# design 1

Figure 1. Cell classes on the final placement (design 1).
(2 px per um)
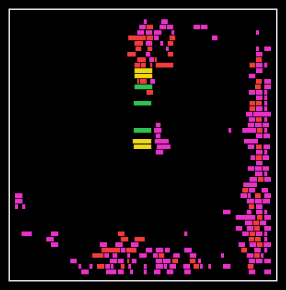

===== config.mk =====
export PLATFORM = sky130hd
export DESIGN_NAME = ahbl_splitter_flat
export DESIGN_NICKNAME = d
export VERILOG_FILES = /design/src/rtl/ahbl_splitter_pkg.sv /design/src/rtl/ahbl_splitter_if.sv /design/src/rtl/ahbl_splitter.sv /design/src/flat_wrapper.sv
export SDC_FILE = /design/constraint.sdc
export NUM_CORES = 1
export LEC_CHECK = 0
export CORE_AREA = 2 2 131 133
export CTS_CLUSTER_SIZE = 28
export DETAILED_ROUTE_END_ITERATION = 10
export DIE_AREA = 0 0 133 135
export SETUP_SLACK_MARGIN = 0.5
export SLEW_MARGIN = 10
export SYNTH_ARGS = -nofsm -noshare
export SYNTH_HDL_FRONTEND = slang
export SYNTH_SLANG_ARGS = --single-unit

===== constraint.sdc =====
create_clock -name clk -period 1.71 [get_ports clk]
set_clock_uncertainty 0.1 [all_clocks]
set_input_delay 0.342 -clock clk [delete_from_list [all_inputs] [get_ports clk]]
set_output_delay 0.342 -clock clk [all_outputs]
set_load 0.01 [all_outputs]

===== src/rtl/ahbl_splitter_pkg.sv =====
// ahbl_splitter_pkg
//   AHB-Lite encodings shared by the fabric blocks (arbiter, splitter),
//   plus the splitter's default-slave state type.
//   No ports; import with "import ahbl_splitter_pkg::*;".
package ahbl_splitter_pkg;

  localparam logic [1:0] HTRANS_IDLE   = 2'b00;
  localparam logic [1:0] HTRANS_BUSY   = 2'b01;
  localparam logic [1:0] HTRANS_NONSEQ = 2'b10;
  localparam logic [1:0] HTRANS_SEQ    = 2'b11;

  localparam logic HRESP_OKAY  = 1'b0;
  localparam logic HRESP_ERROR = 1'b1;

  // Default slave: an unmapped active transfer is answered by ERR1
  // (wait, ERROR) followed by ERR2 (ready, ERROR).
  typedef enum logic [1:0] {
    DS_IDLE = 2'b00,
    DS_ERR1 = 2'b01,
    DS_ERR2 = 2'b10
  } dflt_state_e;

endpackage


===== src/rtl/ahbl_splitter_if.sv =====
// ahbl_splitter_if
//   Bundles the upstream AHB-Lite master port (src_*) and the N downstream
//   slave ports (dst_*, flat concatenations, port i in slice i).
//   modport slave  : the splitter's view (takes src requests, drives dst
//                    requests, collects dst responses, drives src response).
//   modport master : the environment's view (upstream master + slaves).
interface ahbl_splitter_if #(
  parameter int N_PORTS = 2,
  parameter int W_ADDR  = 32,
  parameter int W_DATA  = 32
);

  // Upstream request / bus ready
  logic                      src_hready;
  logic [W_ADDR-1:0]         src_haddr;
  logic                      src_hwrite;
  logic [1:0]                src_htrans;
  logic [2:0]                src_hsize;
  logic [2:0]                src_hburst;
  logic [3:0]                src_hprot;
  logic                      src_hmastlock;
  logic [W_DATA-1:0]         src_hwdata;
  // Upstream response
  logic                      src_hready_resp;
  logic                      src_hresp;
  logic [W_DATA-1:0]         src_hrdata;
  // Downstream requests
  logic [N_PORTS-1:0]        dst_hready;
  logic [N_PORTS*W_ADDR-1:0] dst_haddr;
  logic [N_PORTS-1:0]        dst_hwrite;
  logic [N_PORTS*2-1:0]      dst_htrans;
  logic [N_PORTS*3-1:0]      dst_hsize;
  logic [N_PORTS*3-1:0]      dst_hburst;
  logic [N_PORTS*4-1:0]      dst_hprot;
  logic [N_PORTS-1:0]        dst_hmastlock;
  logic [N_PORTS*W_DATA-1:0] dst_hwdata;
  // Downstream responses
  logic [N_PORTS-1:0]        dst_hready_resp;
  logic [N_PORTS-1:0]        dst_hresp;
  logic [N_PORTS*W_DATA-1:0] dst_hrdata;

  modport slave (
    input  src_hready, src_haddr, src_hwrite, src_htrans, src_hsize,
           src_hburst, src_hprot, src_hmastlock, src_hwdata,
           dst_hready_resp, dst_hresp, dst_hrdata,
    output src_hready_resp, src_hresp, src_hrdata,
           dst_hready, dst_haddr, dst_hwrite, dst_htrans, dst_hsize,
           dst_hburst, dst_hprot, dst_hmastlock, dst_hwdata
  );

  modport master (
    output src_hready, src_haddr, src_hwrite, src_htrans, src_hsize,
           src_hburst, src_hprot, src_hmastlock, src_hwdata,
           dst_hready_resp, dst_hresp, dst_hrdata,
    input  src_hready_resp, src_hresp, src_hrdata,
           dst_hready, dst_haddr, dst_hwrite, dst_htrans, dst_hsize,
           dst_hburst, dst_hprot, dst_hmastlock, dst_hwdata
  );

endinterface


===== src/rtl/ahbl_splitter.sv =====
// ahbl_splitter
//   1:N AHB-Lite address decoder. The address phase is decoded
//   combinationally (lowest matching port wins); the winning select is
//   registered at the src_hready edge so the response of the slave owning
//   the data phase is muxed back with no added wait states. Unmapped active
//   transfers are answered by a built-in two-cycle ERROR default slave.
// Ports
//   clk   : clock
//   rst_n : asynchronous active-low reset
//   bus   : ahbl_splitter_if.slave (src_* upstream, dst_* per-slave)
module ahbl_splitter
  import ahbl_splitter_pkg::*;
#(
  parameter int                        N_PORTS   = 2,
  parameter int                        W_ADDR    = 32,
  parameter int                        W_DATA    = 32,
  parameter logic [N_PORTS*W_ADDR-1:0] ADDR_MAP  = {32'h2000_0000, 32'h0000_0000},
  parameter logic [N_PORTS*W_ADDR-1:0] ADDR_MASK = {32'hf000_0000, 32'hf000_0000},
  parameter logic [N_PORTS-1:0]        CONN_MASK = {N_PORTS{1'b1}}
) (
  input  logic            clk,
  input  logic            rst_n,
  ahbl_splitter_if.slave  bus
);

  logic [N_PORTS-1:0] match;
  logic [N_PORTS-1:0] sel_a;
  logic [N_PORTS-1:0] sel_d;
  logic               active;
  logic               err_a;
  dflt_state_e        state;
  dflt_state_e        state_nxt;

  logic               mux_ready;
  logic               mux_resp;
  logic [W_DATA-1:0]  mux_rdata;

  // ---- Address phase: decode ----
  always_comb begin
    match = '0;
    for (int i = 0; i < N_PORTS; i++) begin
      match[i] = ((bus.src_haddr & ADDR_MASK[i*W_ADDR +: W_ADDR])
                  == ADDR_MAP[i*W_ADDR +: W_ADDR]) && CONN_MASK[i];
    end
  end

  // Isolate the lowest set bit: overlapping windows resolve to the
  // lowest-numbered port.
  assign sel_a  = match & (~match + N_PORTS'(1));
  assign active = bus.src_htrans[1];
  assign err_a  = active && !(|match);

  // ---- Address phase: request fan-out ----
  assign bus.dst_hready    = {N_PORTS{bus.src_hready}};
  assign bus.dst_haddr     = {N_PORTS{bus.src_haddr}};
  assign bus.dst_hwrite    = {N_PORTS{bus.src_hwrite}};
  assign bus.dst_hsize     = {N_PORTS{bus.src_hsize}};
  assign bus.dst_hburst    = {N_PORTS{bus.src_hburst}};
  assign bus.dst_hprot     = {N_PORTS{bus.src_hprot}};
  assign bus.dst_hmastlock = {N_PORTS{bus.src_hmastlock}};
  assign bus.dst_hwdata    = {N_PORTS{bus.src_hwdata}};

  // Only the selected slave ever sees a non-IDLE transfer.
  always_comb begin
    bus.dst_htrans = '0;
    for (int i = 0; i < N_PORTS; i++) begin
      bus.dst_htrans[i*2 +: 2] = sel_a[i] ? bus.src_htrans : HTRANS_IDLE;
    end
  end

  // ---- Address/data phase boundary: registered select ----
  always_ff @(posedge clk or negedge rst_n) begin
    if (!rst_n) begin
      sel_d <= '0;
    end else if (bus.src_hready) begin
      sel_d <= active ? sel_a : '0;
    end
  end

  // ---- Default slave FSM: state register ----
  always_ff @(posedge clk or negedge rst_n) begin
    if (!rst_n) begin
      state <= DS_IDLE;
    end else begin
      state <= state_nxt;
    end
  end

  // ---- Default slave FSM: next state ----
  // ERR1 drives hready low itself, so it must advance without waiting for
  // src_hready or the bus would stall forever.
  always_comb begin
    state_nxt = state;
    case (state)
      DS_IDLE: if (bus.src_hready && err_a) state_nxt = DS_ERR1;
      DS_ERR1: state_nxt = DS_ERR2;
      DS_ERR2: state_nxt = (bus.src_hready && err_a) ? DS_ERR1 : DS_IDLE;
      default: state_nxt = DS_IDLE;
    endcase
  end

  // ---- Data phase: response mux (sel_d is one-hot or zero) ----
  always_comb begin
    mux_ready = 1'b0;
    mux_resp  = 1'b0;
    mux_rdata = '0;
    for (int i = 0; i < N_PORTS; i++) begin
      mux_ready = mux_ready | (sel_d[i] & bus.dst_hready_resp[i]);
      mux_resp  = mux_resp  | (sel_d[i] & bus.dst_hresp[i]);
      mux_rdata = mux_rdata | ({W_DATA{sel_d[i]}} & bus.dst_hrdata[i*W_DATA +: W_DATA]);
    end
  end

  // ---- Default slave FSM: outputs / upstream response ----
  always_comb begin
    bus.src_hready_resp = 1'b1;
    bus.src_hresp       = HRESP_OKAY;
    bus.src_hrdata      = '0;
    if (|sel_d) begin
      bus.src_hready_resp = mux_ready;
      bus.src_hresp       = mux_resp;
      bus.src_hrdata      = mux_rdata;
    end else begin
      case (state)
        DS_ERR1: begin
          bus.src_hready_resp = 1'b0;
          bus.src_hresp       = HRESP_ERROR;
        end
        DS_ERR2: begin
          bus.src_hready_resp = 1'b1;
          bus.src_hresp       = HRESP_ERROR;
        end
        default: ;
      endcase
    end
  end

endmodule


===== src/flat_wrapper.sv =====
// flat-port wrapper written by rule: the top's interface ports become plain ports
module ahbl_splitter_flat import ahbl_splitter_pkg::*;
#(
  parameter int                        N_PORTS   = 2,
  parameter int                        W_ADDR    = 32,
  parameter int                        W_DATA    = 32,
  parameter logic [N_PORTS*W_ADDR-1:0] ADDR_MAP  = {32'h2000_0000, 32'h0000_0000},
  parameter logic [N_PORTS*W_ADDR-1:0] ADDR_MASK = {32'hf000_0000, 32'hf000_0000},
  parameter logic [N_PORTS-1:0]        CONN_MASK = {N_PORTS{1'b1}}
)
  (clk, rst_n, bus_src_hready, bus_src_haddr, bus_src_hwrite, bus_src_htrans, bus_src_hsize, bus_src_hburst, bus_src_hprot, bus_src_hmastlock, bus_src_hwdata, bus_dst_hready_resp, bus_dst_hresp, bus_dst_hrdata, bus_src_hready_resp, bus_src_hresp, bus_src_hrdata, bus_dst_hready, bus_dst_haddr, bus_dst_hwrite, bus_dst_htrans, bus_dst_hsize, bus_dst_hburst, bus_dst_hprot, bus_dst_hmastlock, bus_dst_hwdata);
  ahbl_splitter_if #(.N_PORTS(N_PORTS), .W_ADDR(W_ADDR), .W_DATA(W_DATA)) bus_i ();
  input  logic clk;
  input  logic rst_n;
  input wire logic [$bits(bus_i.src_hready)-1:0] bus_src_hready;
  input wire logic [$bits(bus_i.src_haddr)-1:0] bus_src_haddr;
  input wire logic [$bits(bus_i.src_hwrite)-1:0] bus_src_hwrite;
  input wire logic [$bits(bus_i.src_htrans)-1:0] bus_src_htrans;
  input wire logic [$bits(bus_i.src_hsize)-1:0] bus_src_hsize;
  input wire logic [$bits(bus_i.src_hburst)-1:0] bus_src_hburst;
  input wire logic [$bits(bus_i.src_hprot)-1:0] bus_src_hprot;
  input wire logic [$bits(bus_i.src_hmastlock)-1:0] bus_src_hmastlock;
  input wire logic [$bits(bus_i.src_hwdata)-1:0] bus_src_hwdata;
  input wire logic [$bits(bus_i.dst_hready_resp)-1:0] bus_dst_hready_resp;
  input wire logic [$bits(bus_i.dst_hresp)-1:0] bus_dst_hresp;
  input wire logic [$bits(bus_i.dst_hrdata)-1:0] bus_dst_hrdata;
  output wire logic [$bits(bus_i.src_hready_resp)-1:0] bus_src_hready_resp;
  output wire logic [$bits(bus_i.src_hresp)-1:0] bus_src_hresp;
  output wire logic [$bits(bus_i.src_hrdata)-1:0] bus_src_hrdata;
  output wire logic [$bits(bus_i.dst_hready)-1:0] bus_dst_hready;
  output wire logic [$bits(bus_i.dst_haddr)-1:0] bus_dst_haddr;
  output wire logic [$bits(bus_i.dst_hwrite)-1:0] bus_dst_hwrite;
  output wire logic [$bits(bus_i.dst_htrans)-1:0] bus_dst_htrans;
  output wire logic [$bits(bus_i.dst_hsize)-1:0] bus_dst_hsize;
  output wire logic [$bits(bus_i.dst_hburst)-1:0] bus_dst_hburst;
  output wire logic [$bits(bus_i.dst_hprot)-1:0] bus_dst_hprot;
  output wire logic [$bits(bus_i.dst_hmastlock)-1:0] bus_dst_hmastlock;
  output wire logic [$bits(bus_i.dst_hwdata)-1:0] bus_dst_hwdata;
  assign bus_i.src_hready = bus_src_hready;
  assign bus_i.src_haddr = bus_src_haddr;
  assign bus_i.src_hwrite = bus_src_hwrite;
  assign bus_i.src_htrans = bus_src_htrans;
  assign bus_i.src_hsize = bus_src_hsize;
  assign bus_i.src_hburst = bus_src_hburst;
  assign bus_i.src_hprot = bus_src_hprot;
  assign bus_i.src_hmastlock = bus_src_hmastlock;
  assign bus_i.src_hwdata = bus_src_hwdata;
  assign bus_i.dst_hready_resp = bus_dst_hready_resp;
  assign bus_i.dst_hresp = bus_dst_hresp;
  assign bus_i.dst_hrdata = bus_dst_hrdata;
  assign bus_src_hready_resp = bus_i.src_hready_resp;
  assign bus_src_hresp = bus_i.src_hresp;
  assign bus_src_hrdata = bus_i.src_hrdata;
  assign bus_dst_hready = bus_i.dst_hready;
  assign bus_dst_haddr = bus_i.dst_haddr;
  assign bus_dst_hwrite = bus_i.dst_hwrite;
  assign bus_dst_htrans = bus_i.dst_htrans;
  assign bus_dst_hsize = bus_i.dst_hsize;
  assign bus_dst_hburst = bus_i.dst_hburst;
  assign bus_dst_hprot = bus_i.dst_hprot;
  assign bus_dst_hmastlock = bus_i.dst_hmastlock;
  assign bus_dst_hwdata = bus_i.dst_hwdata;
  ahbl_splitter #(.N_PORTS(N_PORTS), .W_ADDR(W_ADDR), .W_DATA(W_DATA), .ADDR_MAP(ADDR_MAP), .ADDR_MASK(ADDR_MASK), .CONN_MASK(CONN_MASK)) u_core (.clk(clk), .rst_n(rst_n), .bus(bus_i));
endmodule

# design 2

$ cat src/rtl/mult_div_unit.sv
// Purpose: iterative signed/unsigned multiply (shift-add) and divide (restoring), hi/lo result pair.
// Latency: WIDTH+2 edges from start sample to done for mul/div; 1 edge for divide by zero.
// Backpressure: none; start is only sampled in IDLE, and is ignored while busy or in DONE.
module mult_div_unit #(
   parameter int WIDTH = 32
) (
   input  logic             clk,
   input  logic             reset,
   input  logic             start,
   input  logic [1:0]       op,
   input  logic [WIDTH-1:0] a,
   input  logic [WIDTH-1:0] b,
   output logic [WIDTH-1:0] hi,
   output logic [WIDTH-1:0] lo,
   output logic             busy,
   output logic             done,
   output logic             div_zero
);

   localparam int CW = $clog2(WIDTH) + 1;

   typedef enum logic [2:0] {
      S_IDLE,
      S_MUL,
      S_DIV,
      S_FIX,
      S_DONE
   } state_t;

   state_t             state_q;
   logic [CW-1:0]      cnt_q;
   logic [2*WIDTH-1:0] acc_q;       // mul: {partial product, multiplier}; div: {remainder, quotient}
   logic [WIDTH-1:0]   mag_b_q;     // multiplicand or divisor magnitude
   logic               is_div_q;
   logic               neg_q;       // negate product / quotient in FIX
   logic               neg_rem_q;   // remainder follows the dividend sign
   logic [WIDTH-1:0]   hi_q;
   logic [WIDTH-1:0]   lo_q;
   logic               busy_q;
   logic               done_q;
   logic               div_zero_q;

   // Operand magnitudes; the most-negative value maps to 2^(WIDTH-1), which fits unsigned WIDTH bits.
   logic               signed_op;
   logic [WIDTH-1:0]   mag_a_d;
   logic [WIDTH-1:0]   mag_b_d;
   logic               last_iter;

   // One shift-add step.
   logic [WIDTH:0]     mul_sum_d;
   logic [2*WIDTH-1:0] mul_next_d;

   // One restoring-division step.
   logic [WIDTH:0]     div_shift_d;
   logic [WIDTH:0]     div_diff_d;
   logic               div_ge_d;
   logic [2*WIDTH-1:0] div_next_d;

   // Sign-corrected result.
   logic [WIDTH-1:0]   quo_fix_d;
   logic [WIDTH-1:0]   rem_fix_d;
   logic [2*WIDTH-1:0] fix_d;

   // Operand magnitude extraction at the point start is sampled
   always_comb begin
      signed_op = ~op[0];
      mag_a_d   = (signed_op && a[WIDTH-1]) ? ({WIDTH{1'b0}} - a) : a;
      mag_b_d   = (signed_op && b[WIDTH-1]) ? ({WIDTH{1'b0}} - b) : b;
      last_iter = (cnt_q == CW'(WIDTH - 1));
   end

   // Shift-add: add multiplicand to upper half when multiplier LSB is set, then shift right
   always_comb begin
      mul_sum_d  = {1'b0, acc_q[2*WIDTH-1:WIDTH]}
                 + (acc_q[0] ? {1'b0, mag_b_q} : {(WIDTH+1){1'b0}});
      mul_next_d = {mul_sum_d, acc_q[WIDTH-1:1]};
   end

   // Restoring divide: shift in next dividend bit, subtract divisor if it fits
   always_comb begin
      div_shift_d = {acc_q[2*WIDTH-1:WIDTH], acc_q[WIDTH-1]};
      div_diff_d  = div_shift_d - {1'b0, mag_b_q};
      div_ge_d    = (div_shift_d >= {1'b0, mag_b_q});
      if (div_ge_d) begin
         div_next_d = {div_diff_d[WIDTH-1:0], acc_q[WIDTH-2:0], 1'b1};
      end else begin
         div_next_d = {div_shift_d[WIDTH-1:0], acc_q[WIDTH-2:0], 1'b0};
      end
   end

   // Sign correction; the neg flags are only ever set for signed ops so unsigned passes through
   always_comb begin
      quo_fix_d = neg_q ? ({WIDTH{1'b0}} - acc_q[WIDTH-1:0]) : acc_q[WIDTH-1:0];
      rem_fix_d = neg_rem_q ? ({WIDTH{1'b0}} - acc_q[2*WIDTH-1:WIDTH]) : acc_q[2*WIDTH-1:WIDTH];
      if (is_div_q) begin
         fix_d = {rem_fix_d, quo_fix_d};
      end else begin
         fix_d = neg_q ? ({(2*WIDTH){1'b0}} - acc_q) : acc_q;
      end
   end

   // Control FSM with registered outputs
   always_ff @(posedge clk or negedge reset) begin
      if (!reset) begin
         state_q    <= S_IDLE;
         cnt_q      <= '0;
         acc_q      <= '0;
         mag_b_q    <= '0;
         is_div_q   <= 1'b0;
         neg_q      <= 1'b0;
         neg_rem_q  <= 1'b0;
         hi_q       <= '0;
         lo_q       <= '0;
         busy_q     <= 1'b0;
         done_q     <= 1'b0;
         div_zero_q <= 1'b0;
      end else begin
         done_q <= 1'b0;
         case (state_q)
            S_IDLE: begin
               if (start) begin
                  busy_q    <= 1'b1;
                  cnt_q     <= '0;
                  // Low half holds multiplier or dividend; both ops start from the same layout.
                  acc_q     <= {{WIDTH{1'b0}}, mag_a_d};
                  mag_b_q   <= mag_b_d;
                  is_div_q  <= op[1];
                  neg_q     <= signed_op & (a[WIDTH-1] ^ b[WIDTH-1]);
                  neg_rem_q <= signed_op & a[WIDTH-1];
                  if (op[1] && (b == '0)) begin
                     div_zero_q <= 1'b1;
                     state_q    <= S_DONE;
                  end else begin
                     div_zero_q <= 1'b0;
                     state_q    <= op[1] ? S_DIV : S_MUL;
                  end
               end
            end
            S_MUL: begin
               acc_q <= mul_next_d;
               if (last_iter) begin
                  cnt_q   <= '0;
                  state_q <= S_FIX;
               end else begin
                  cnt_q <= cnt_q + CW'(1);
               end
            end
            S_DIV: begin
               acc_q <= div_next_d;
               if (last_iter) begin
                  cnt_q   <= '0;
                  state_q <= S_FIX;
               end else begin
                  cnt_q <= cnt_q + CW'(1);
               end
            end
            S_FIX: begin
               acc_q   <= fix_d;
               state_q <= S_DONE;
            end
            S_DONE: begin
               // A divide by zero leaves the previous result visible.
               if (!div_zero_q) begin
                  hi_q <= acc_q[2*WIDTH-1:WIDTH];
                  lo_q <= acc_q[WIDTH-1:0];
               end
               done_q  <= 1'b1;
               busy_q  <= 1'b0;
               state_q <= S_IDLE;
            end
            default: begin
               state_q <= S_IDLE;
            end
         endcase
      end
   end

   assign hi       = hi_q;
   assign lo       = lo_q;
   assign busy     = busy_q;
   assign done     = done_q;
   assign div_zero = div_zero_q;

endmodule

$ cat config.mk
export PLATFORM = sky130hd
export DESIGN_NAME = mult_div_unit
export DESIGN_NICKNAME = d
export VERILOG_FILES = /design/src/rtl/mult_div_unit.sv
export SDC_FILE = /design/constraint.sdc
export NUM_CORES = 1
export LEC_CHECK = 0
export ABC_AREA = 1
export CORE_AREA = 3 3 199 201
export DETAILED_ROUTE_END_ITERATION = 8
export DIE_AREA = 0 0 202 204
export PLACE_DENSITY = 0.74
export RECOVER_POWER = 25
export SYNTH_ARGS = -nofsm -noshare
export SYNTH_HDL_FRONTEND = slang
export SYNTH_SLANG_ARGS = --single-unit
$ cat constraint.sdc
create_clock -name clk -period 5.8 [get_ports clk]
set_clock_uncertainty 0.05 [all_clocks]
set_input_delay 0.58 -clock clk [delete_from_list [all_inputs] [get_ports clk]]
set_output_delay 0.58 -clock clk [all_outputs]
set_load 0.05 [all_outputs]
Figure 2. Met3 routing (design 2).
(2 px per um)
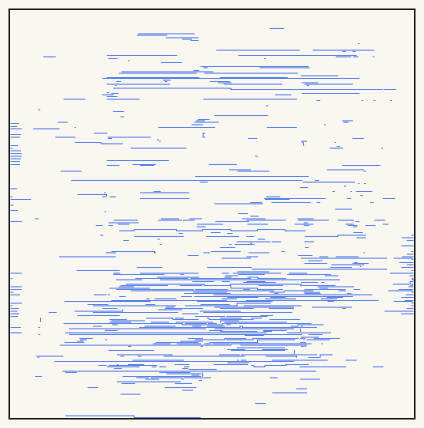
nets with wire on the layer = 350
wire length on this layer = 7,150 um

==> flow.log, design 2 <==
[report] implementation figures
INFO  metric outcome = finished, violations left
INFO  metric failed_checks = capacitance limit, slew limit
INFO  metric drv.max_cap_violation_count = 1
INFO  metric clk_pin_slew = 0.07 ns
INFO  metric met1_usage = 0.4927
INFO  metric drt_first_iter_violations = 2,515
INFO  metric drv_slew = 64
INFO  metric period_needed = 3.984 ns
INFO  metric power.combinational.fraction = 0.716
INFO  metric total_tool_warning_count = 28
INFO  metric synth_warnings = 0
INFO  metric highest-signal-layer = met5
INFO  metric cts_tree = done
INFO  metric buffer_ports.inserted = 135
INFO  metric clk_root_buffer_cell = sky130_fd_sc_hd__clkbuf_16
INFO  metric die_x = 202 um
INFO  metric preCtsSetupSlack = 2.493 ns
design 2: through the flow:
stage / total power [mW] / instance area [sq um] / hold WS, ns
floorplan: 8.453 / 17070 / 0.2344
global placement: 11.50 / 18800 / 0.4158
detailed placement: 11.53 / 18800 / 0.4216
CTS: 12.71 / 19360 / 0.08351
global route: 13.88 / 19350 / 0.4621
finish: 12.91 / 19350 / 0.4337
design 2: path summary, 6_finish.rpt:
kind	from	endpoint	slack (ns)	cells past startpoint
worst max-delay path	reset	lo[16]	1.82	2
min in group asynchronous	reset	lo[8]	1.46	1
max in group clk	acc_q[61]	acc_q[58]	2.34	13
worst min-delay path	hi[6]	hi[6]	0.43	2
worst max register to register	acc_q[61]	acc_q[58]	2.34	13
worst min register to register	hi[6]	hi[6]	0.43	2
design 2: layout make-up:
type,instances,area (sq um),share of cell area
Tap cell,511,639.4,0.03304
Inverter,435,1633,0.08438
Clock inverter,12,101.3,0.005237
Timing Repair Buffer,146,1428,0.07377
Sequential cell,175,4379,0.2263
Clock buffer,20,456.7,0.02360
Multi-Input combinational cell,2226,10710,0.5537
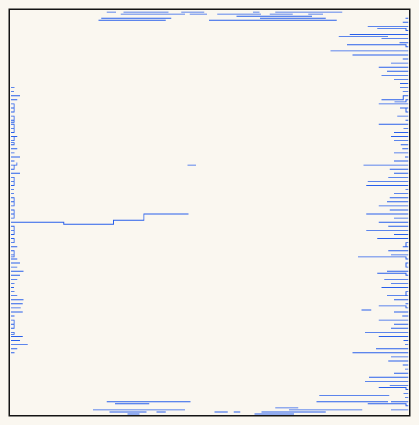
Figure 3: design 1, met3 routing.
(3 px per um)
main direction = horizontal
longest straight run = 42.3 um

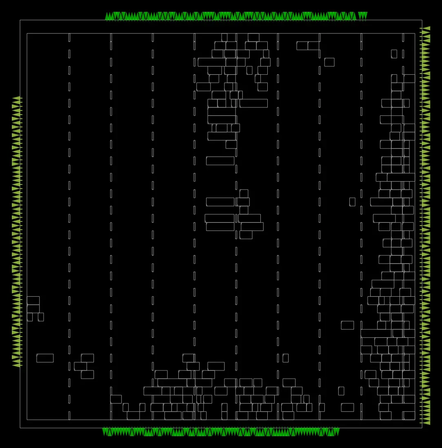
Figure 4: design 1, cell outlines without signal wires.
Flop Count: 4
share of the core filled with cells: 0.1532

About Figure 1:
sequential cells -> yellow  # cells 4
combinational and other logic -> red  # cells 57
remaining buffers and delay cells -> magenta  # cells 160
clock drivers -> green  # cells 3

==> flow.log, design 1 <==
[report] implementation figures
INFO  metric avgViaCountPerCell = 3.158
INFO  metric outcome = finished, violations left
INFO  metric failed_checks = setup timing
INFO  metric global_route_track_usage_on_met2 = 0.1163
INFO  metric report.final.setup_viol = 12
INFO  metric n_all_inverters = 2
INFO  metric total_tool_warning_count = 33
INFO  metric core_density_at_floorplan = 0.1100
INFO  metric stdcell_count = 444
INFO  metric finish.instance_area = 2514 sq um
INFO  metric finalNetCount = 380
INFO  metric bufAreaShareNonClock = 0.5948
INFO  metric worst_setup_path_start_kind = flip-flop
INFO  metric cts_tree = done
INFO  metric comb.multi_input.count = 55
INFO  metric p_leak = 1.106 nW
INFO  metric yosysCellCount = 223
INFO  metric preCtsSetupSlack = -0.5948 ns
INFO  metric dp_cells = 426
INFO  metric groute.layer.met3.usage = 0.05480
INFO  metric post-route-worst-setup-slack = -0.1410 ns
INFO  metric synth_nets = 377
INFO  metric endpoint_kind = output port
INFO  metric hold_path.class = in2async
INFO  metric grt_max_degree = 10
INFO  metric clock_latency = 0.22 ns
INFO  metric synth_warnings = 0
INFO  metric filler_cell_count = 1,836
INFO  metric wl_per_cell = 15.45 um
INFO  metric antenna_found_initial = 0
INFO  metric irDropWorstVdd = 0.0002015 V
INFO  metric synth.yosys.seq_area_share = 0.05544
INFO  metric clk_pin_slew = 0.03 ns
INFO  metric comb_area_share = 0.2225
INFO  metric clk_root_buffer_cell = sky130_fd_sc_hd__clkbuf_16
INFO  metric enable_flop_cells = 0
INFO  metric met1_usage = 0.05137
INFO  metric grt_setup_unrepaired = true
INFO  metric chip_area = 17,960 sq um
==> design 1: path summary, 6_finish.rpt <==
| check | slack, ns | end | cells past startpoint | from |
|---|---|---|---|---|
| min in group clk | 0.53 | u_core.sel_d[1] | 3 | bus_src_haddr[29] |
| max | -0.14 | bus_src_hresp | 5 | u_core.state[1] |
| min reg2reg | 0.55 | u_core.state[1] | 2 | u_core.state[1] |
| max in group asynchronous | 1.03 | u_core.sel_d[0] | 1 | rst_n |
| min | 0.26 | u_core.sel_d[1] | 1 | rst_n |
| max reg2reg | 0.42 | u_core.sel_d[0] | 4 | u_core.sel_d[0] |
==> design 1: repair_timing <==
item,CTS,global route
endpoints found under the setup margin,52,48
pin swaps,7,6
cloned,1,1
buffers inserted,12,1
hold endpoints to repair,0,0
resized,247,15
==> design 1: cell families (layout without fill, tap and decap cells) <==
logic type               Yosys count  after routing  share of synthesized area
AND-OR/OR-AND                     38             38                     0.1947
adder cells (fa/ha/maj)            5              5                    0.03465
buffers and inverters            164            165                     0.6667
flip-flops                         4              4                    0.05544
multiplexers                       3              3                    0.01802
AND/OR/NAND/NOR                    9              9                    0.03049

# design 3

[src/rtl/mem_access_unit_if.sv]
// Request/response channel between a load/store client and mem_access_unit.
// The requester drives the master modport; the unit drives the slave modport.
interface mem_access_unit_if;
  logic        req_valid;
  logic        req_ready;
  logic        req_we;
  logic [2:0]  req_funct3;
  logic [31:0] req_addr;
  logic [31:0] req_wdata;
  logic        rsp_valid;
  logic [31:0] rsp_rdata;
  logic        rsp_err;

  modport master (
    output req_valid, req_we, req_funct3, req_addr, req_wdata,
    input  req_ready, rsp_valid, rsp_rdata, rsp_err
  );

  modport slave (
    input  req_valid, req_we, req_funct3, req_addr, req_wdata,
    output req_ready, rsp_valid, rsp_rdata, rsp_err
  );
endinterface

[src/rtl/mem_access_unit.sv]
// RISC-V byte-addressed load/store front end for a word-addressed registered memory.
// Sub-word stores are read-modify-write; loads are lane-extracted and extended.
module mem_access_unit #(
  parameter int MEM_WORDS = 1024
) (
  input  logic              clk_i,
  input  logic              rst_ni,
  mem_access_unit_if.slave  req_if,
  output logic              mem_rw_o,
  output logic [31:0]       mem_addr_o,
  output logic [31:0]       mem_data_o,
  input  logic [31:0]       mem_rdata_i
);

  typedef enum logic [2:0] {
    IDLE,
    LD_ISSUE,
    LD_DATA,
    ST_READ,
    ST_MERGE,
    ST_WRITE,
    RESP
  } state_e;

  state_e      state_q, state_d;
  logic [2:0]  funct3_q, funct3_d;
  logic [31:0] addr_q, addr_d;
  logic [31:0] data_q, data_d;
  logic [31:0] rdata_q, rdata_d;
  logic        err_q, err_d;

  logic        funct3Ok;
  logic        misaligned;
  logic        outOfRange;
  logic        reqErr;
  logic [7:0]  byteLane;
  logic [15:0] halfLane;
  logic [31:0] loadData;
  logic [31:0] mergedWord;

  // Request legality is judged on the live bus values at the accept edge.
  always_comb begin
    funct3Ok   = 1'b0;
    misaligned = 1'b0;
    outOfRange = 1'b0;
    if (req_if.req_we) begin
      funct3Ok = req_if.req_funct3 inside {3'b000, 3'b001, 3'b010};
    end else begin
      funct3Ok = req_if.req_funct3 inside {3'b000, 3'b001, 3'b010, 3'b100, 3'b101};
    end
    if (req_if.req_funct3[1:0] == 2'b01) begin
      misaligned = req_if.req_addr[0];
    end else if (req_if.req_funct3[1:0] == 2'b10) begin
      misaligned = (req_if.req_addr[1:0] != 2'b00);
    end
    outOfRange = ({2'b00, req_if.req_addr[31:2]} >= $unsigned(MEM_WORDS));
    reqErr     = !funct3Ok || misaligned || outOfRange;
  end

  always_comb begin
    byteLane = mem_rdata_i[{addr_q[1:0], 3'b000} +: 8];
    halfLane = mem_rdata_i[{addr_q[1], 4'b0000} +: 16];
    unique case (funct3_q)
      3'b000:  loadData = {{24{byteLane[7]}}, byteLane};
      3'b001:  loadData = {{16{halfLane[15]}}, halfLane};
      3'b100:  loadData = {24'h000000, byteLane};
      3'b101:  loadData = {16'h0000, halfLane};
      default: loadData = mem_rdata_i;
    endcase
  end

  // data_q holds the raw store data until ST_MERGE replaces it with the merged word.
  always_comb begin
    mergedWord = mem_rdata_i;
    if (funct3_q[1:0] == 2'b00) begin
      mergedWord[{addr_q[1:0], 3'b000} +: 8] = data_q[7:0];
    end else begin
      mergedWord[{addr_q[1], 4'b0000} +: 16] = data_q[15:0];
    end
  end

  always_comb begin
    state_d  = state_q;
    funct3_d = funct3_q;
    addr_d   = addr_q;
    data_d   = data_q;
    rdata_d  = rdata_q;
    err_d    = err_q;
    unique case (state_q)
      IDLE: begin
        if (req_if.req_valid) begin
          funct3_d = req_if.req_funct3;
          addr_d   = req_if.req_addr;
          if (reqErr) begin
            rdata_d = 32'h0000_0000;
            err_d   = 1'b1;
            state_d = RESP;
          end else if (req_if.req_we) begin
            data_d  = req_if.req_wdata;
            state_d = (req_if.req_funct3 == 3'b010) ? ST_WRITE : ST_READ;
          end else begin
            state_d = LD_ISSUE;
          end
        end
      end
      LD_ISSUE: state_d = LD_DATA;
      LD_DATA: begin
        rdata_d = loadData;
        err_d   = 1'b0;
        state_d = RESP;
      end
      ST_READ: state_d = ST_MERGE;
      ST_MERGE: begin
        data_d  = mergedWord;
        state_d = ST_WRITE;
      end
      ST_WRITE: begin
        rdata_d = 32'h0000_0000;
        err_d   = 1'b0;
        state_d = RESP;
      end
      RESP:    state_d = IDLE;
      default: state_d = IDLE;
    endcase
  end

  always_ff @(posedge clk_i or negedge rst_ni) begin
    if (!rst_ni) begin
      state_q  <= IDLE;
      funct3_q <= 3'b000;
      addr_q   <= 32'h0000_0000;
      data_q   <= 32'h0000_0000;
      rdata_q  <= 32'h0000_0000;
      err_q    <= 1'b0;
    end else begin
      state_q  <= state_d;
      funct3_q <= funct3_d;
      addr_q   <= addr_d;
      data_q   <= data_d;
      rdata_q  <= rdata_d;
      err_q    <= err_d;
    end
  end

  // Write strobe decodes straight from state so reset kills a pending write at once.
  assign mem_rw_o          = (state_q == ST_WRITE);
  assign mem_addr_o        = {2'b00, addr_q[31:2]};
  assign mem_data_o        = data_q;
  assign req_if.req_ready  = (state_q == IDLE);
  assign req_if.rsp_valid  = (state_q == RESP);
  assign req_if.rsp_rdata  = rdata_q;
  assign req_if.rsp_err    = err_q;

endmodule

[src/flat_wrapper.sv]
// flat-port wrapper written by rule: the top's interface ports become plain ports
module mem_access_unit_flat 
#(
  parameter int MEM_WORDS = 1024
)
  (clk_i, rst_ni, mem_rw_o, mem_addr_o, mem_data_o, mem_rdata_i, req_if_req_valid, req_if_req_we, req_if_req_funct3, req_if_req_addr, req_if_req_wdata, req_if_req_ready, req_if_rsp_valid, req_if_rsp_rdata, req_if_rsp_err);
  mem_access_unit_if req_if_i ();
  input  logic clk_i;
  input  logic rst_ni;
  output logic mem_rw_o;
  output logic [31:0] mem_addr_o;
  output logic [31:0] mem_data_o;
  input  logic [31:0] mem_rdata_i;
  input wire logic [$bits(req_if_i.req_valid)-1:0] req_if_req_valid;
  input wire logic [$bits(req_if_i.req_we)-1:0] req_if_req_we;
  input wire logic [$bits(req_if_i.req_funct3)-1:0] req_if_req_funct3;
  input wire logic [$bits(req_if_i.req_addr)-1:0] req_if_req_addr;
  input wire logic [$bits(req_if_i.req_wdata)-1:0] req_if_req_wdata;
  output wire logic [$bits(req_if_i.req_ready)-1:0] req_if_req_ready;
  output wire logic [$bits(req_if_i.rsp_valid)-1:0] req_if_rsp_valid;
  output wire logic [$bits(req_if_i.rsp_rdata)-1:0] req_if_rsp_rdata;
  output wire logic [$bits(req_if_i.rsp_err)-1:0] req_if_rsp_err;
  assign req_if_i.req_valid = req_if_req_valid;
  assign req_if_i.req_we = req_if_req_we;
  assign req_if_i.req_funct3 = req_if_req_funct3;
  assign req_if_i.req_addr = req_if_req_addr;
  assign req_if_i.req_wdata = req_if_req_wdata;
  assign req_if_req_ready = req_if_i.req_ready;
  assign req_if_rsp_valid = req_if_i.rsp_valid;
  assign req_if_rsp_rdata = req_if_i.rsp_rdata;
  assign req_if_rsp_err = req_if_i.rsp_err;
  mem_access_unit #(.MEM_WORDS(MEM_WORDS)) u_core (.clk_i(clk_i), .rst_ni(rst_ni), .req_if(req_if_i), .mem_rw_o(mem_rw_o), .mem_addr_o(mem_addr_o), .mem_data_o(mem_data_o), .mem_rdata_i(mem_rdata_i));
endmodule
[config.mk]
export PLATFORM = sky130hd
export DESIGN_NAME = mem_access_unit_flat
export DESIGN_NICKNAME = d
export VERILOG_FILES = /design/src/rtl/mem_access_unit_if.sv /design/src/rtl/mem_access_unit.sv /design/src/flat_wrapper.sv
export SDC_FILE = /design/constraint.sdc
export NUM_CORES = 1
export LEC_CHECK = 0
export CAP_MARGIN = 10
export CORE_UTILIZATION = 45
export DETAILED_ROUTE_END_ITERATION = 6
export PLACE_DENSITY = 0.8
export SETUP_SLACK_MARGIN = 0.3
export SLEW_MARGIN = 20
export SYNTH_ARGS = -nofsm -noshare
export SYNTH_HDL_FRONTEND = slang
export SYNTH_SLANG_ARGS = --single-unit
[constraint.sdc]
create_clock -name clk_i -period 2.4 [get_ports clk_i]
set_input_delay 0.36 -clock clk_i [delete_from_list [all_inputs] [get_ports clk_i]]
set_output_delay 0.36 -clock clk_i [all_outputs]
set_load 0.01 [all_outputs]
# design 4

File: src/rtl/xilinx_fifo_sync_arbiter.sv
// Reset sequencer, round-robin write arbiter and read gate
// for one 7-series synchronous FIFO.
module xilinx_fifo_sync_arbiter #(
  parameter int NUM_REQ    = 4,
  parameter int DATA_WIDTH = 4,
  parameter int RST_CYCLES = 5,
  parameter int RST_GUARD  = 2
) (
  input  logic                          CLK,
  input  logic                          RST_N,
  input  logic [NUM_REQ-1:0]            req_valid,
  input  logic [NUM_REQ*DATA_WIDTH-1:0] req_data,
  output logic [NUM_REQ-1:0]            req_ready,
  input  logic                          rd_en,
  input  logic                          flush,
  output logic                          busy,
  output logic [15:0]                   err_cnt,
  output logic                          FIFO_RST,
  output logic                          FIFO_WREN,
  output logic [DATA_WIDTH-1:0]         FIFO_DI,
  output logic                          FIFO_RDEN,
  input  logic                          FIFO_FULL,
  input  logic                          FIFO_EMPTY,
  input  logic                          FIFO_WRERR,
  input  logic                          FIFO_RDERR
);

  localparam int CNT_MAX =
    (RST_CYCLES > RST_GUARD) ? RST_CYCLES : RST_GUARD;
  localparam int CW = $clog2(CNT_MAX);
  localparam int PW = $clog2(NUM_REQ);

  localparam int S_PRE  = 0;
  localparam int S_HOLD = 1;
  localparam int S_POST = 2;
  localparam int S_RUN  = 3;

  localparam logic [3:0] PRE_OH  = 4'b0001;
  localparam logic [3:0] HOLD_OH = 4'b0010;
  localparam logic [3:0] POST_OH = 4'b0100;
  localparam logic [3:0] RUN_OH  = 4'b1000;

  localparam logic [CW-1:0] CNT_RST = CW'(RST_CYCLES - 1);
  localparam logic [CW-1:0] CNT_GRD = CW'(RST_GUARD - 1);

  logic [3:0]    state;
  logic [3:0]    state_nx;
  logic [CW-1:0] cnt;
  logic [CW-1:0] cnt_nx;
  logic          run;

  logic [PW-1:0] ptr;
  logic [PW-1:0] ptr_inc;
  logic [PW-1:0] gnt_idx;
  logic [PW:0]   sum;
  logic          hit;
  logic          grant;

  always_ff @(posedge CLK or negedge RST_N) begin
    if (!RST_N) begin
      state <= HOLD_OH;
      cnt   <= '0;
    end else begin
      state <= state_nx;
      cnt   <= cnt_nx;
    end
  end

  always_comb begin
    state_nx = state;
    cnt_nx   = cnt;
    unique case (1'b1)
      state[S_PRE]: begin
        if (cnt == CNT_GRD) begin
          state_nx = HOLD_OH;
          cnt_nx   = '0;
        end else begin
          cnt_nx = cnt + 1'b1;
        end
      end
      state[S_HOLD]: begin
        if (cnt == CNT_RST) begin
          state_nx = POST_OH;
          cnt_nx   = '0;
        end else begin
          cnt_nx = cnt + 1'b1;
        end
      end
      state[S_POST]: begin
        if (cnt == CNT_GRD) begin
          state_nx = RUN_OH;
          cnt_nx   = '0;
        end else begin
          cnt_nx = cnt + 1'b1;
        end
      end
      state[S_RUN]: begin
        if (flush) begin
          state_nx = PRE_OH;
          cnt_nx   = '0;
        end
      end
      default: begin
        state_nx = HOLD_OH;
        cnt_nx   = '0;
      end
    endcase
  end

  assign ptr_inc =
    (ptr == PW'(NUM_REQ - 1)) ? '0 : ptr + 1'b1;

  // Walk offsets high to low so the nearest requester after ptr wins.
  always_comb begin
    hit     = 1'b0;
    gnt_idx = ptr_inc;
    sum     = '0;
    for (int k = NUM_REQ; k >= 1; k--) begin
      sum = {1'b0, ptr} + (PW+1)'(k);
      if (sum >= (PW+1)'(NUM_REQ))
        sum = sum - (PW+1)'(NUM_REQ);
      if (req_valid[sum[PW-1:0]]) begin
        hit     = 1'b1;
        gnt_idx = sum[PW-1:0];
      end
    end
  end

  always_comb begin
    run       = state[S_RUN];
    busy      = !run;
    FIFO_RST  = state[S_HOLD];
    grant     = run & !FIFO_FULL & hit;
    FIFO_WREN = grant;
    req_ready = grant ? (NUM_REQ'(1) << gnt_idx) : '0;
    FIFO_DI   = req_data[gnt_idx*DATA_WIDTH +: DATA_WIDTH];
    FIFO_RDEN = run & rd_en & !FIFO_EMPTY;
  end

  always_ff @(posedge CLK or negedge RST_N) begin
    if (!RST_N) begin
      ptr     <= PW'(NUM_REQ - 1);
      err_cnt <= '0;
    end else begin
      if (grant)
        ptr <= gnt_idx;
      if (run && flush)
        err_cnt <= '0;
      else if (run && (FIFO_WRERR || FIFO_RDERR)
               && err_cnt != 16'hFFFF)
        err_cnt <= err_cnt + 1'b1;
    end
  end

endmodule

File: config.mk
export PLATFORM = sky130hd
export DESIGN_NAME = xilinx_fifo_sync_arbiter
export DESIGN_NICKNAME = d
export VERILOG_FILES = /design/src/rtl/xilinx_fifo_sync_arbiter.sv
export SDC_FILE = /design/constraint.sdc
export NUM_CORES = 1
export LEC_CHECK = 0
export ABC_CLOCK_PERIOD_IN_PS = 2200
export CORE_MARGIN = 2
export CORE_UTILIZATION = 37
export CTS_CLUSTER_SIZE = 24
export DETAILED_ROUTE_END_ITERATION = 16
export DONT_BUFFER_PORTS = 1
export SYNTH_ARGS = -nofsm -noshare
export SYNTH_HDL_FRONTEND = slang
export SYNTH_SLANG_ARGS = --single-unit
File: constraint.sdc
create_clock -name CLK -period 2.2 [get_ports CLK]
set_input_delay 0.44 -clock CLK [delete_from_list [all_inputs] [get_ports CLK]]
set_output_delay 0.44 -clock CLK [all_outputs]
set_load 0.005 [all_outputs]
Figure 5. Met3 routing (design 4).
(4 px per um)
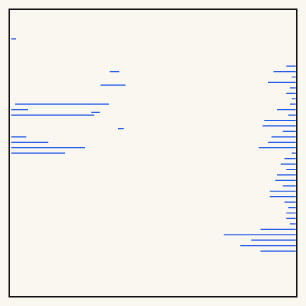
wire length on this layer = 271 um
nets with wire on the layer = 45
longest straight run = 23.2 um
share of all routed wire = 6.8%

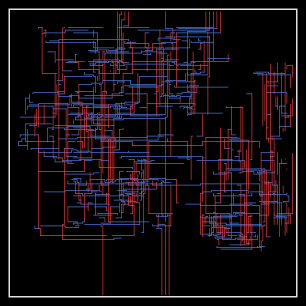
Figure 6: design 4, metal layers overlaid.
(4 px per um) Two of the layers only.
metal 1 -> blue  # wire length 1,810 um
metal 2 -> red  # wire length 1,870 um

==> flow.log, design 4 <==
[report] implementation figures
INFO  metric outcome = finished, violations left
INFO  metric failed_checks = setup timing
INFO  metric chip_area = 5111 sq um
INFO  metric hold_path.class = in2reg
INFO  metric layout.sequential_cells = 25
INFO  metric critPathSlowestCell = sky130_fd_sc_hd__dfstp_2
INFO  metric min_delay_path_depth = 2
INFO  metric adder_share = 0.04454
INFO  metric endpoint_kind = output port
INFO  metric die_x = 71.49 um
INFO  metric met1_usage = 0.1966
INFO  metric critical_path_depth = 6
INFO  metric synth.cellmix.simpleShare = 0.2183
INFO  metric layout.area.comb = 1069 sq um
INFO  metric report.final.setup_viol = 8
INFO  metric clk_root_buffer_cell = sky130_fd_sc_hd__clkbuf_8
INFO  metric buffer_ports.inserted = 0
INFO  metric fraction_of_final_layout_cells_with_drive_strength_greater_than_1 = 0.2000
INFO  metric synthDistinctLibCells = 45
INFO  metric number_of_buffers_created_by_cts = 3
INFO  metric power.combinational.total = 1.34 mW
INFO  metric post-route-worst-setup-slack = -0.3492 ns
INFO  metric arrival = 2.11 ns
## design 4: synth_stat cells, types with 3 or more instances
library cell,n,share of area
sky130_fd_sc_hd__nor2_1,24,0.053
sky130_fd_sc_hd__dfrtp_1,22,0.33
sky130_fd_sc_hd__mux2i_1,19,0.11
sky130_fd_sc_hd__xnor2_1,10,0.052
sky130_fd_sc_hd__a21oi_1,9,0.027
sky130_fd_sc_hd__nand2_1,9,0.020
sky130_fd_sc_hd__nand3_1,9,0.027
sky130_fd_sc_hd__nor3_1,9,0.027
sky130_fd_sc_hd__inv_1,8,0.018
sky130_fd_sc_hd__o21ai_0,8,0.024
sky130_fd_sc_hd__ha_1,6,0.045
sky130_fd_sc_hd__a211oi_1,5,0.022
sky130_fd_sc_hd__nand4_1,4,0.015
sky130_fd_sc_hd__dfstp_2,3,0.047
sky130_fd_sc_hd__nand2b_1,3,0.011
## design 4: state kept, by name, summed over array words and instances (netlist names)
name,count
cnt,3
err_cnt,16
ptr,2
state,4
## design 4: metal layers
layer  up-vias  wire (um)
met1       660       1814
met3         4        270
li1        686          -
met4         0         30
met5         -          0
met2        50       1865
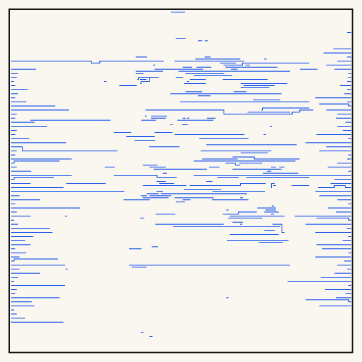
Figure 7: design 3, met3 routing.
(3 px per um)
wire length on this layer = 2,320 um
main direction = horizontal
share of all routed wire = 12%
longest straight run = 53.4 um

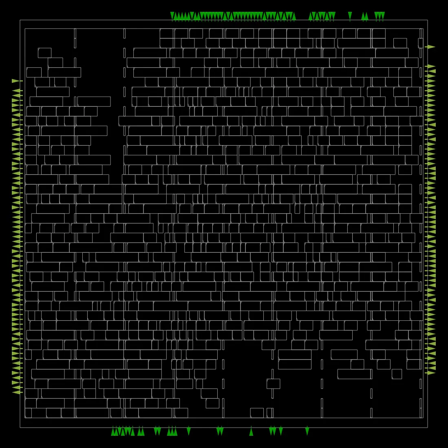
Figure 8: design 3, cell outlines without signal wires.
fill cell total of the finished layout: 873
share of the core filled with cells: 0.7096

==> flow.log, design 3 <==
[report] implementation figures
INFO  metric grt_setup_unrepaired = true
INFO  metric outcome = finished clean
INFO  metric portion_of_the_layout_cell_area_used_by_clock_cells = 0.03450
INFO  metric cts-resized-gates = 63
INFO  metric clock_buffer_count = 10
INFO  metric synthDominantAreaCellType = sky130_fd_sc_hd__dfrtp_1
INFO  metric bufAreaShareNonClock = 0.3158
INFO  metric timing.critical_path.cells = clkdlybuf4s15_1, nor4_4, nand4_1, buf_4, buf_4, nor4_4, buf_4, nor2_4, clkbuf_16, mux2_4
INFO  metric n_all_inverters = 7
INFO  metric synthDistinctLibCells = 59
INFO  metric core_density_at_floorplan = 0.4655
INFO  metric buffers_excl_clock = 267
INFO  metric avgViaCountPerCell = 5.910
INFO  metric preCtsSetupSlack = -0.5496 ns
INFO  metric seq_area = 2582 sq um
INFO  metric comb.multi_input.count = 309
INFO  metric power.combinational.total = 6.97 mW
INFO  metric hold_path.class = in2reg
INFO  metric worstMarginPinSlew = 0.6824 ns
INFO  metric dp_cells = 827
INFO  metric yosys_register_bits = 103
INFO  metric maximum_fanout_encountered_on_the_critical_timing_path = 5
INFO  metric synth_warnings = 0
INFO  metric endpoint_kind = flip-flop
INFO  metric cts_tree = done
INFO  metric synth_chip_area = 5638 sq um
INFO  metric power_switching = 4.341 mW
INFO  metric p_leak = 3.705 nW
INFO  metric grt_pass1_vias = 5,177
INFO  metric arrival = 2.36 ns
INFO  metric post-route-worst-setup-slack = 0.2802 ns
INFO  metric enable_flop_cells = 0
INFO  metric drv_slew = 0
INFO  metric drt_first_iter_violations = 688
INFO  metric core-area = 12,110 sq um
design 3: worst min-delay path by stage:
| stage | from | endpoint | slack (ns) | cells past startpoint |
|---|---|---|---|---|
| 6_report | req_if_req_addr[24] | u_core.addr_q[24] | 0.27 | 2 |
| 5_1_grt | req_if_req_addr[15] | u_core.addr_q[15] | 0.28 | 2 |
| 4_1_cts | req_if_req_addr[10] | u_core.addr_q[10] | 0.37 | 2 |
| 3_5_place_dp | rst_ni | u_core.req_if.rsp_rdata[23] | 0.24 | 1 |
| 3_3_place_gp | rst_ni | u_core.req_if.rsp_rdata[21] | 0.24 | 1 |
| 2_1_floorplan | rst_ni | u_core.addr_q[0] | 0.06 | 0 |
design 3: flip-flops by register name, indices dropped and copies added (netlist names):
| name | flops |
|---|---|
| u_core.req_if.rsp_rdata | 32 |
| u_core.addr_q | 32 |
| u_core.funct3_q | 3 |
| u_core.state_q | 3 |
| u_core.req_if.rsp_err | 1 |
| u_core.mem_data_o | 32 |

==> screenshots <==
Cell classes on the final placement.
image #1
(2 px per um)
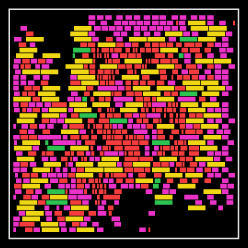
image #2
(4 px per um)
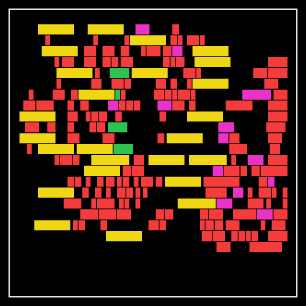
The one with the most sequential cells is image #1.
| from | picture |
|---|---|
| design 3 | image #1 |
| design 4 | image #2 |



==> layout pictures side by side <==
Metal layers overlaid.
panel A
(2 px per um) Two of the layers only.
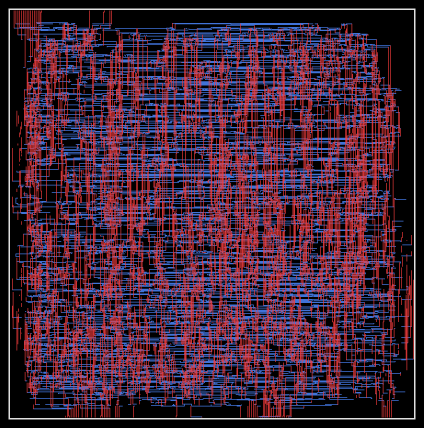
panel B
(3 px per um) Two of the layers only.
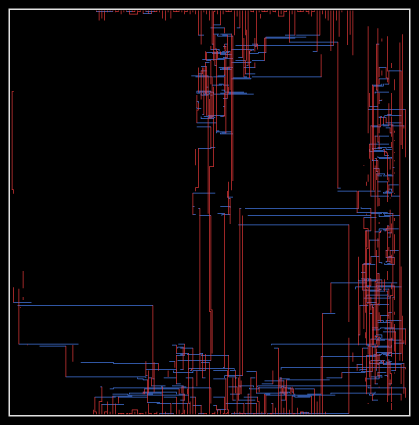
panel C
(3 px per um) Two of the layers only.
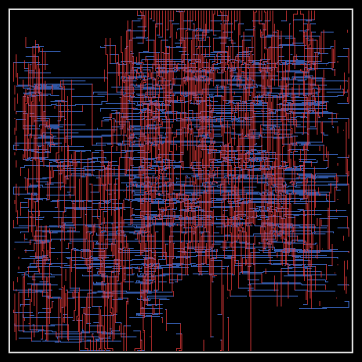
- design 1 = panel B
- design 2 = panel A
- design 3 = panel C
Of these, smallest die: panel C
Of these, largest die: panel A

Key to panel B:
metal 1 -> blue  # wire length 1,840 um
metal 2 -> red  # wire length 3,270 um

Power figures rest on the tool's default switching activity, not on a simulated workload.
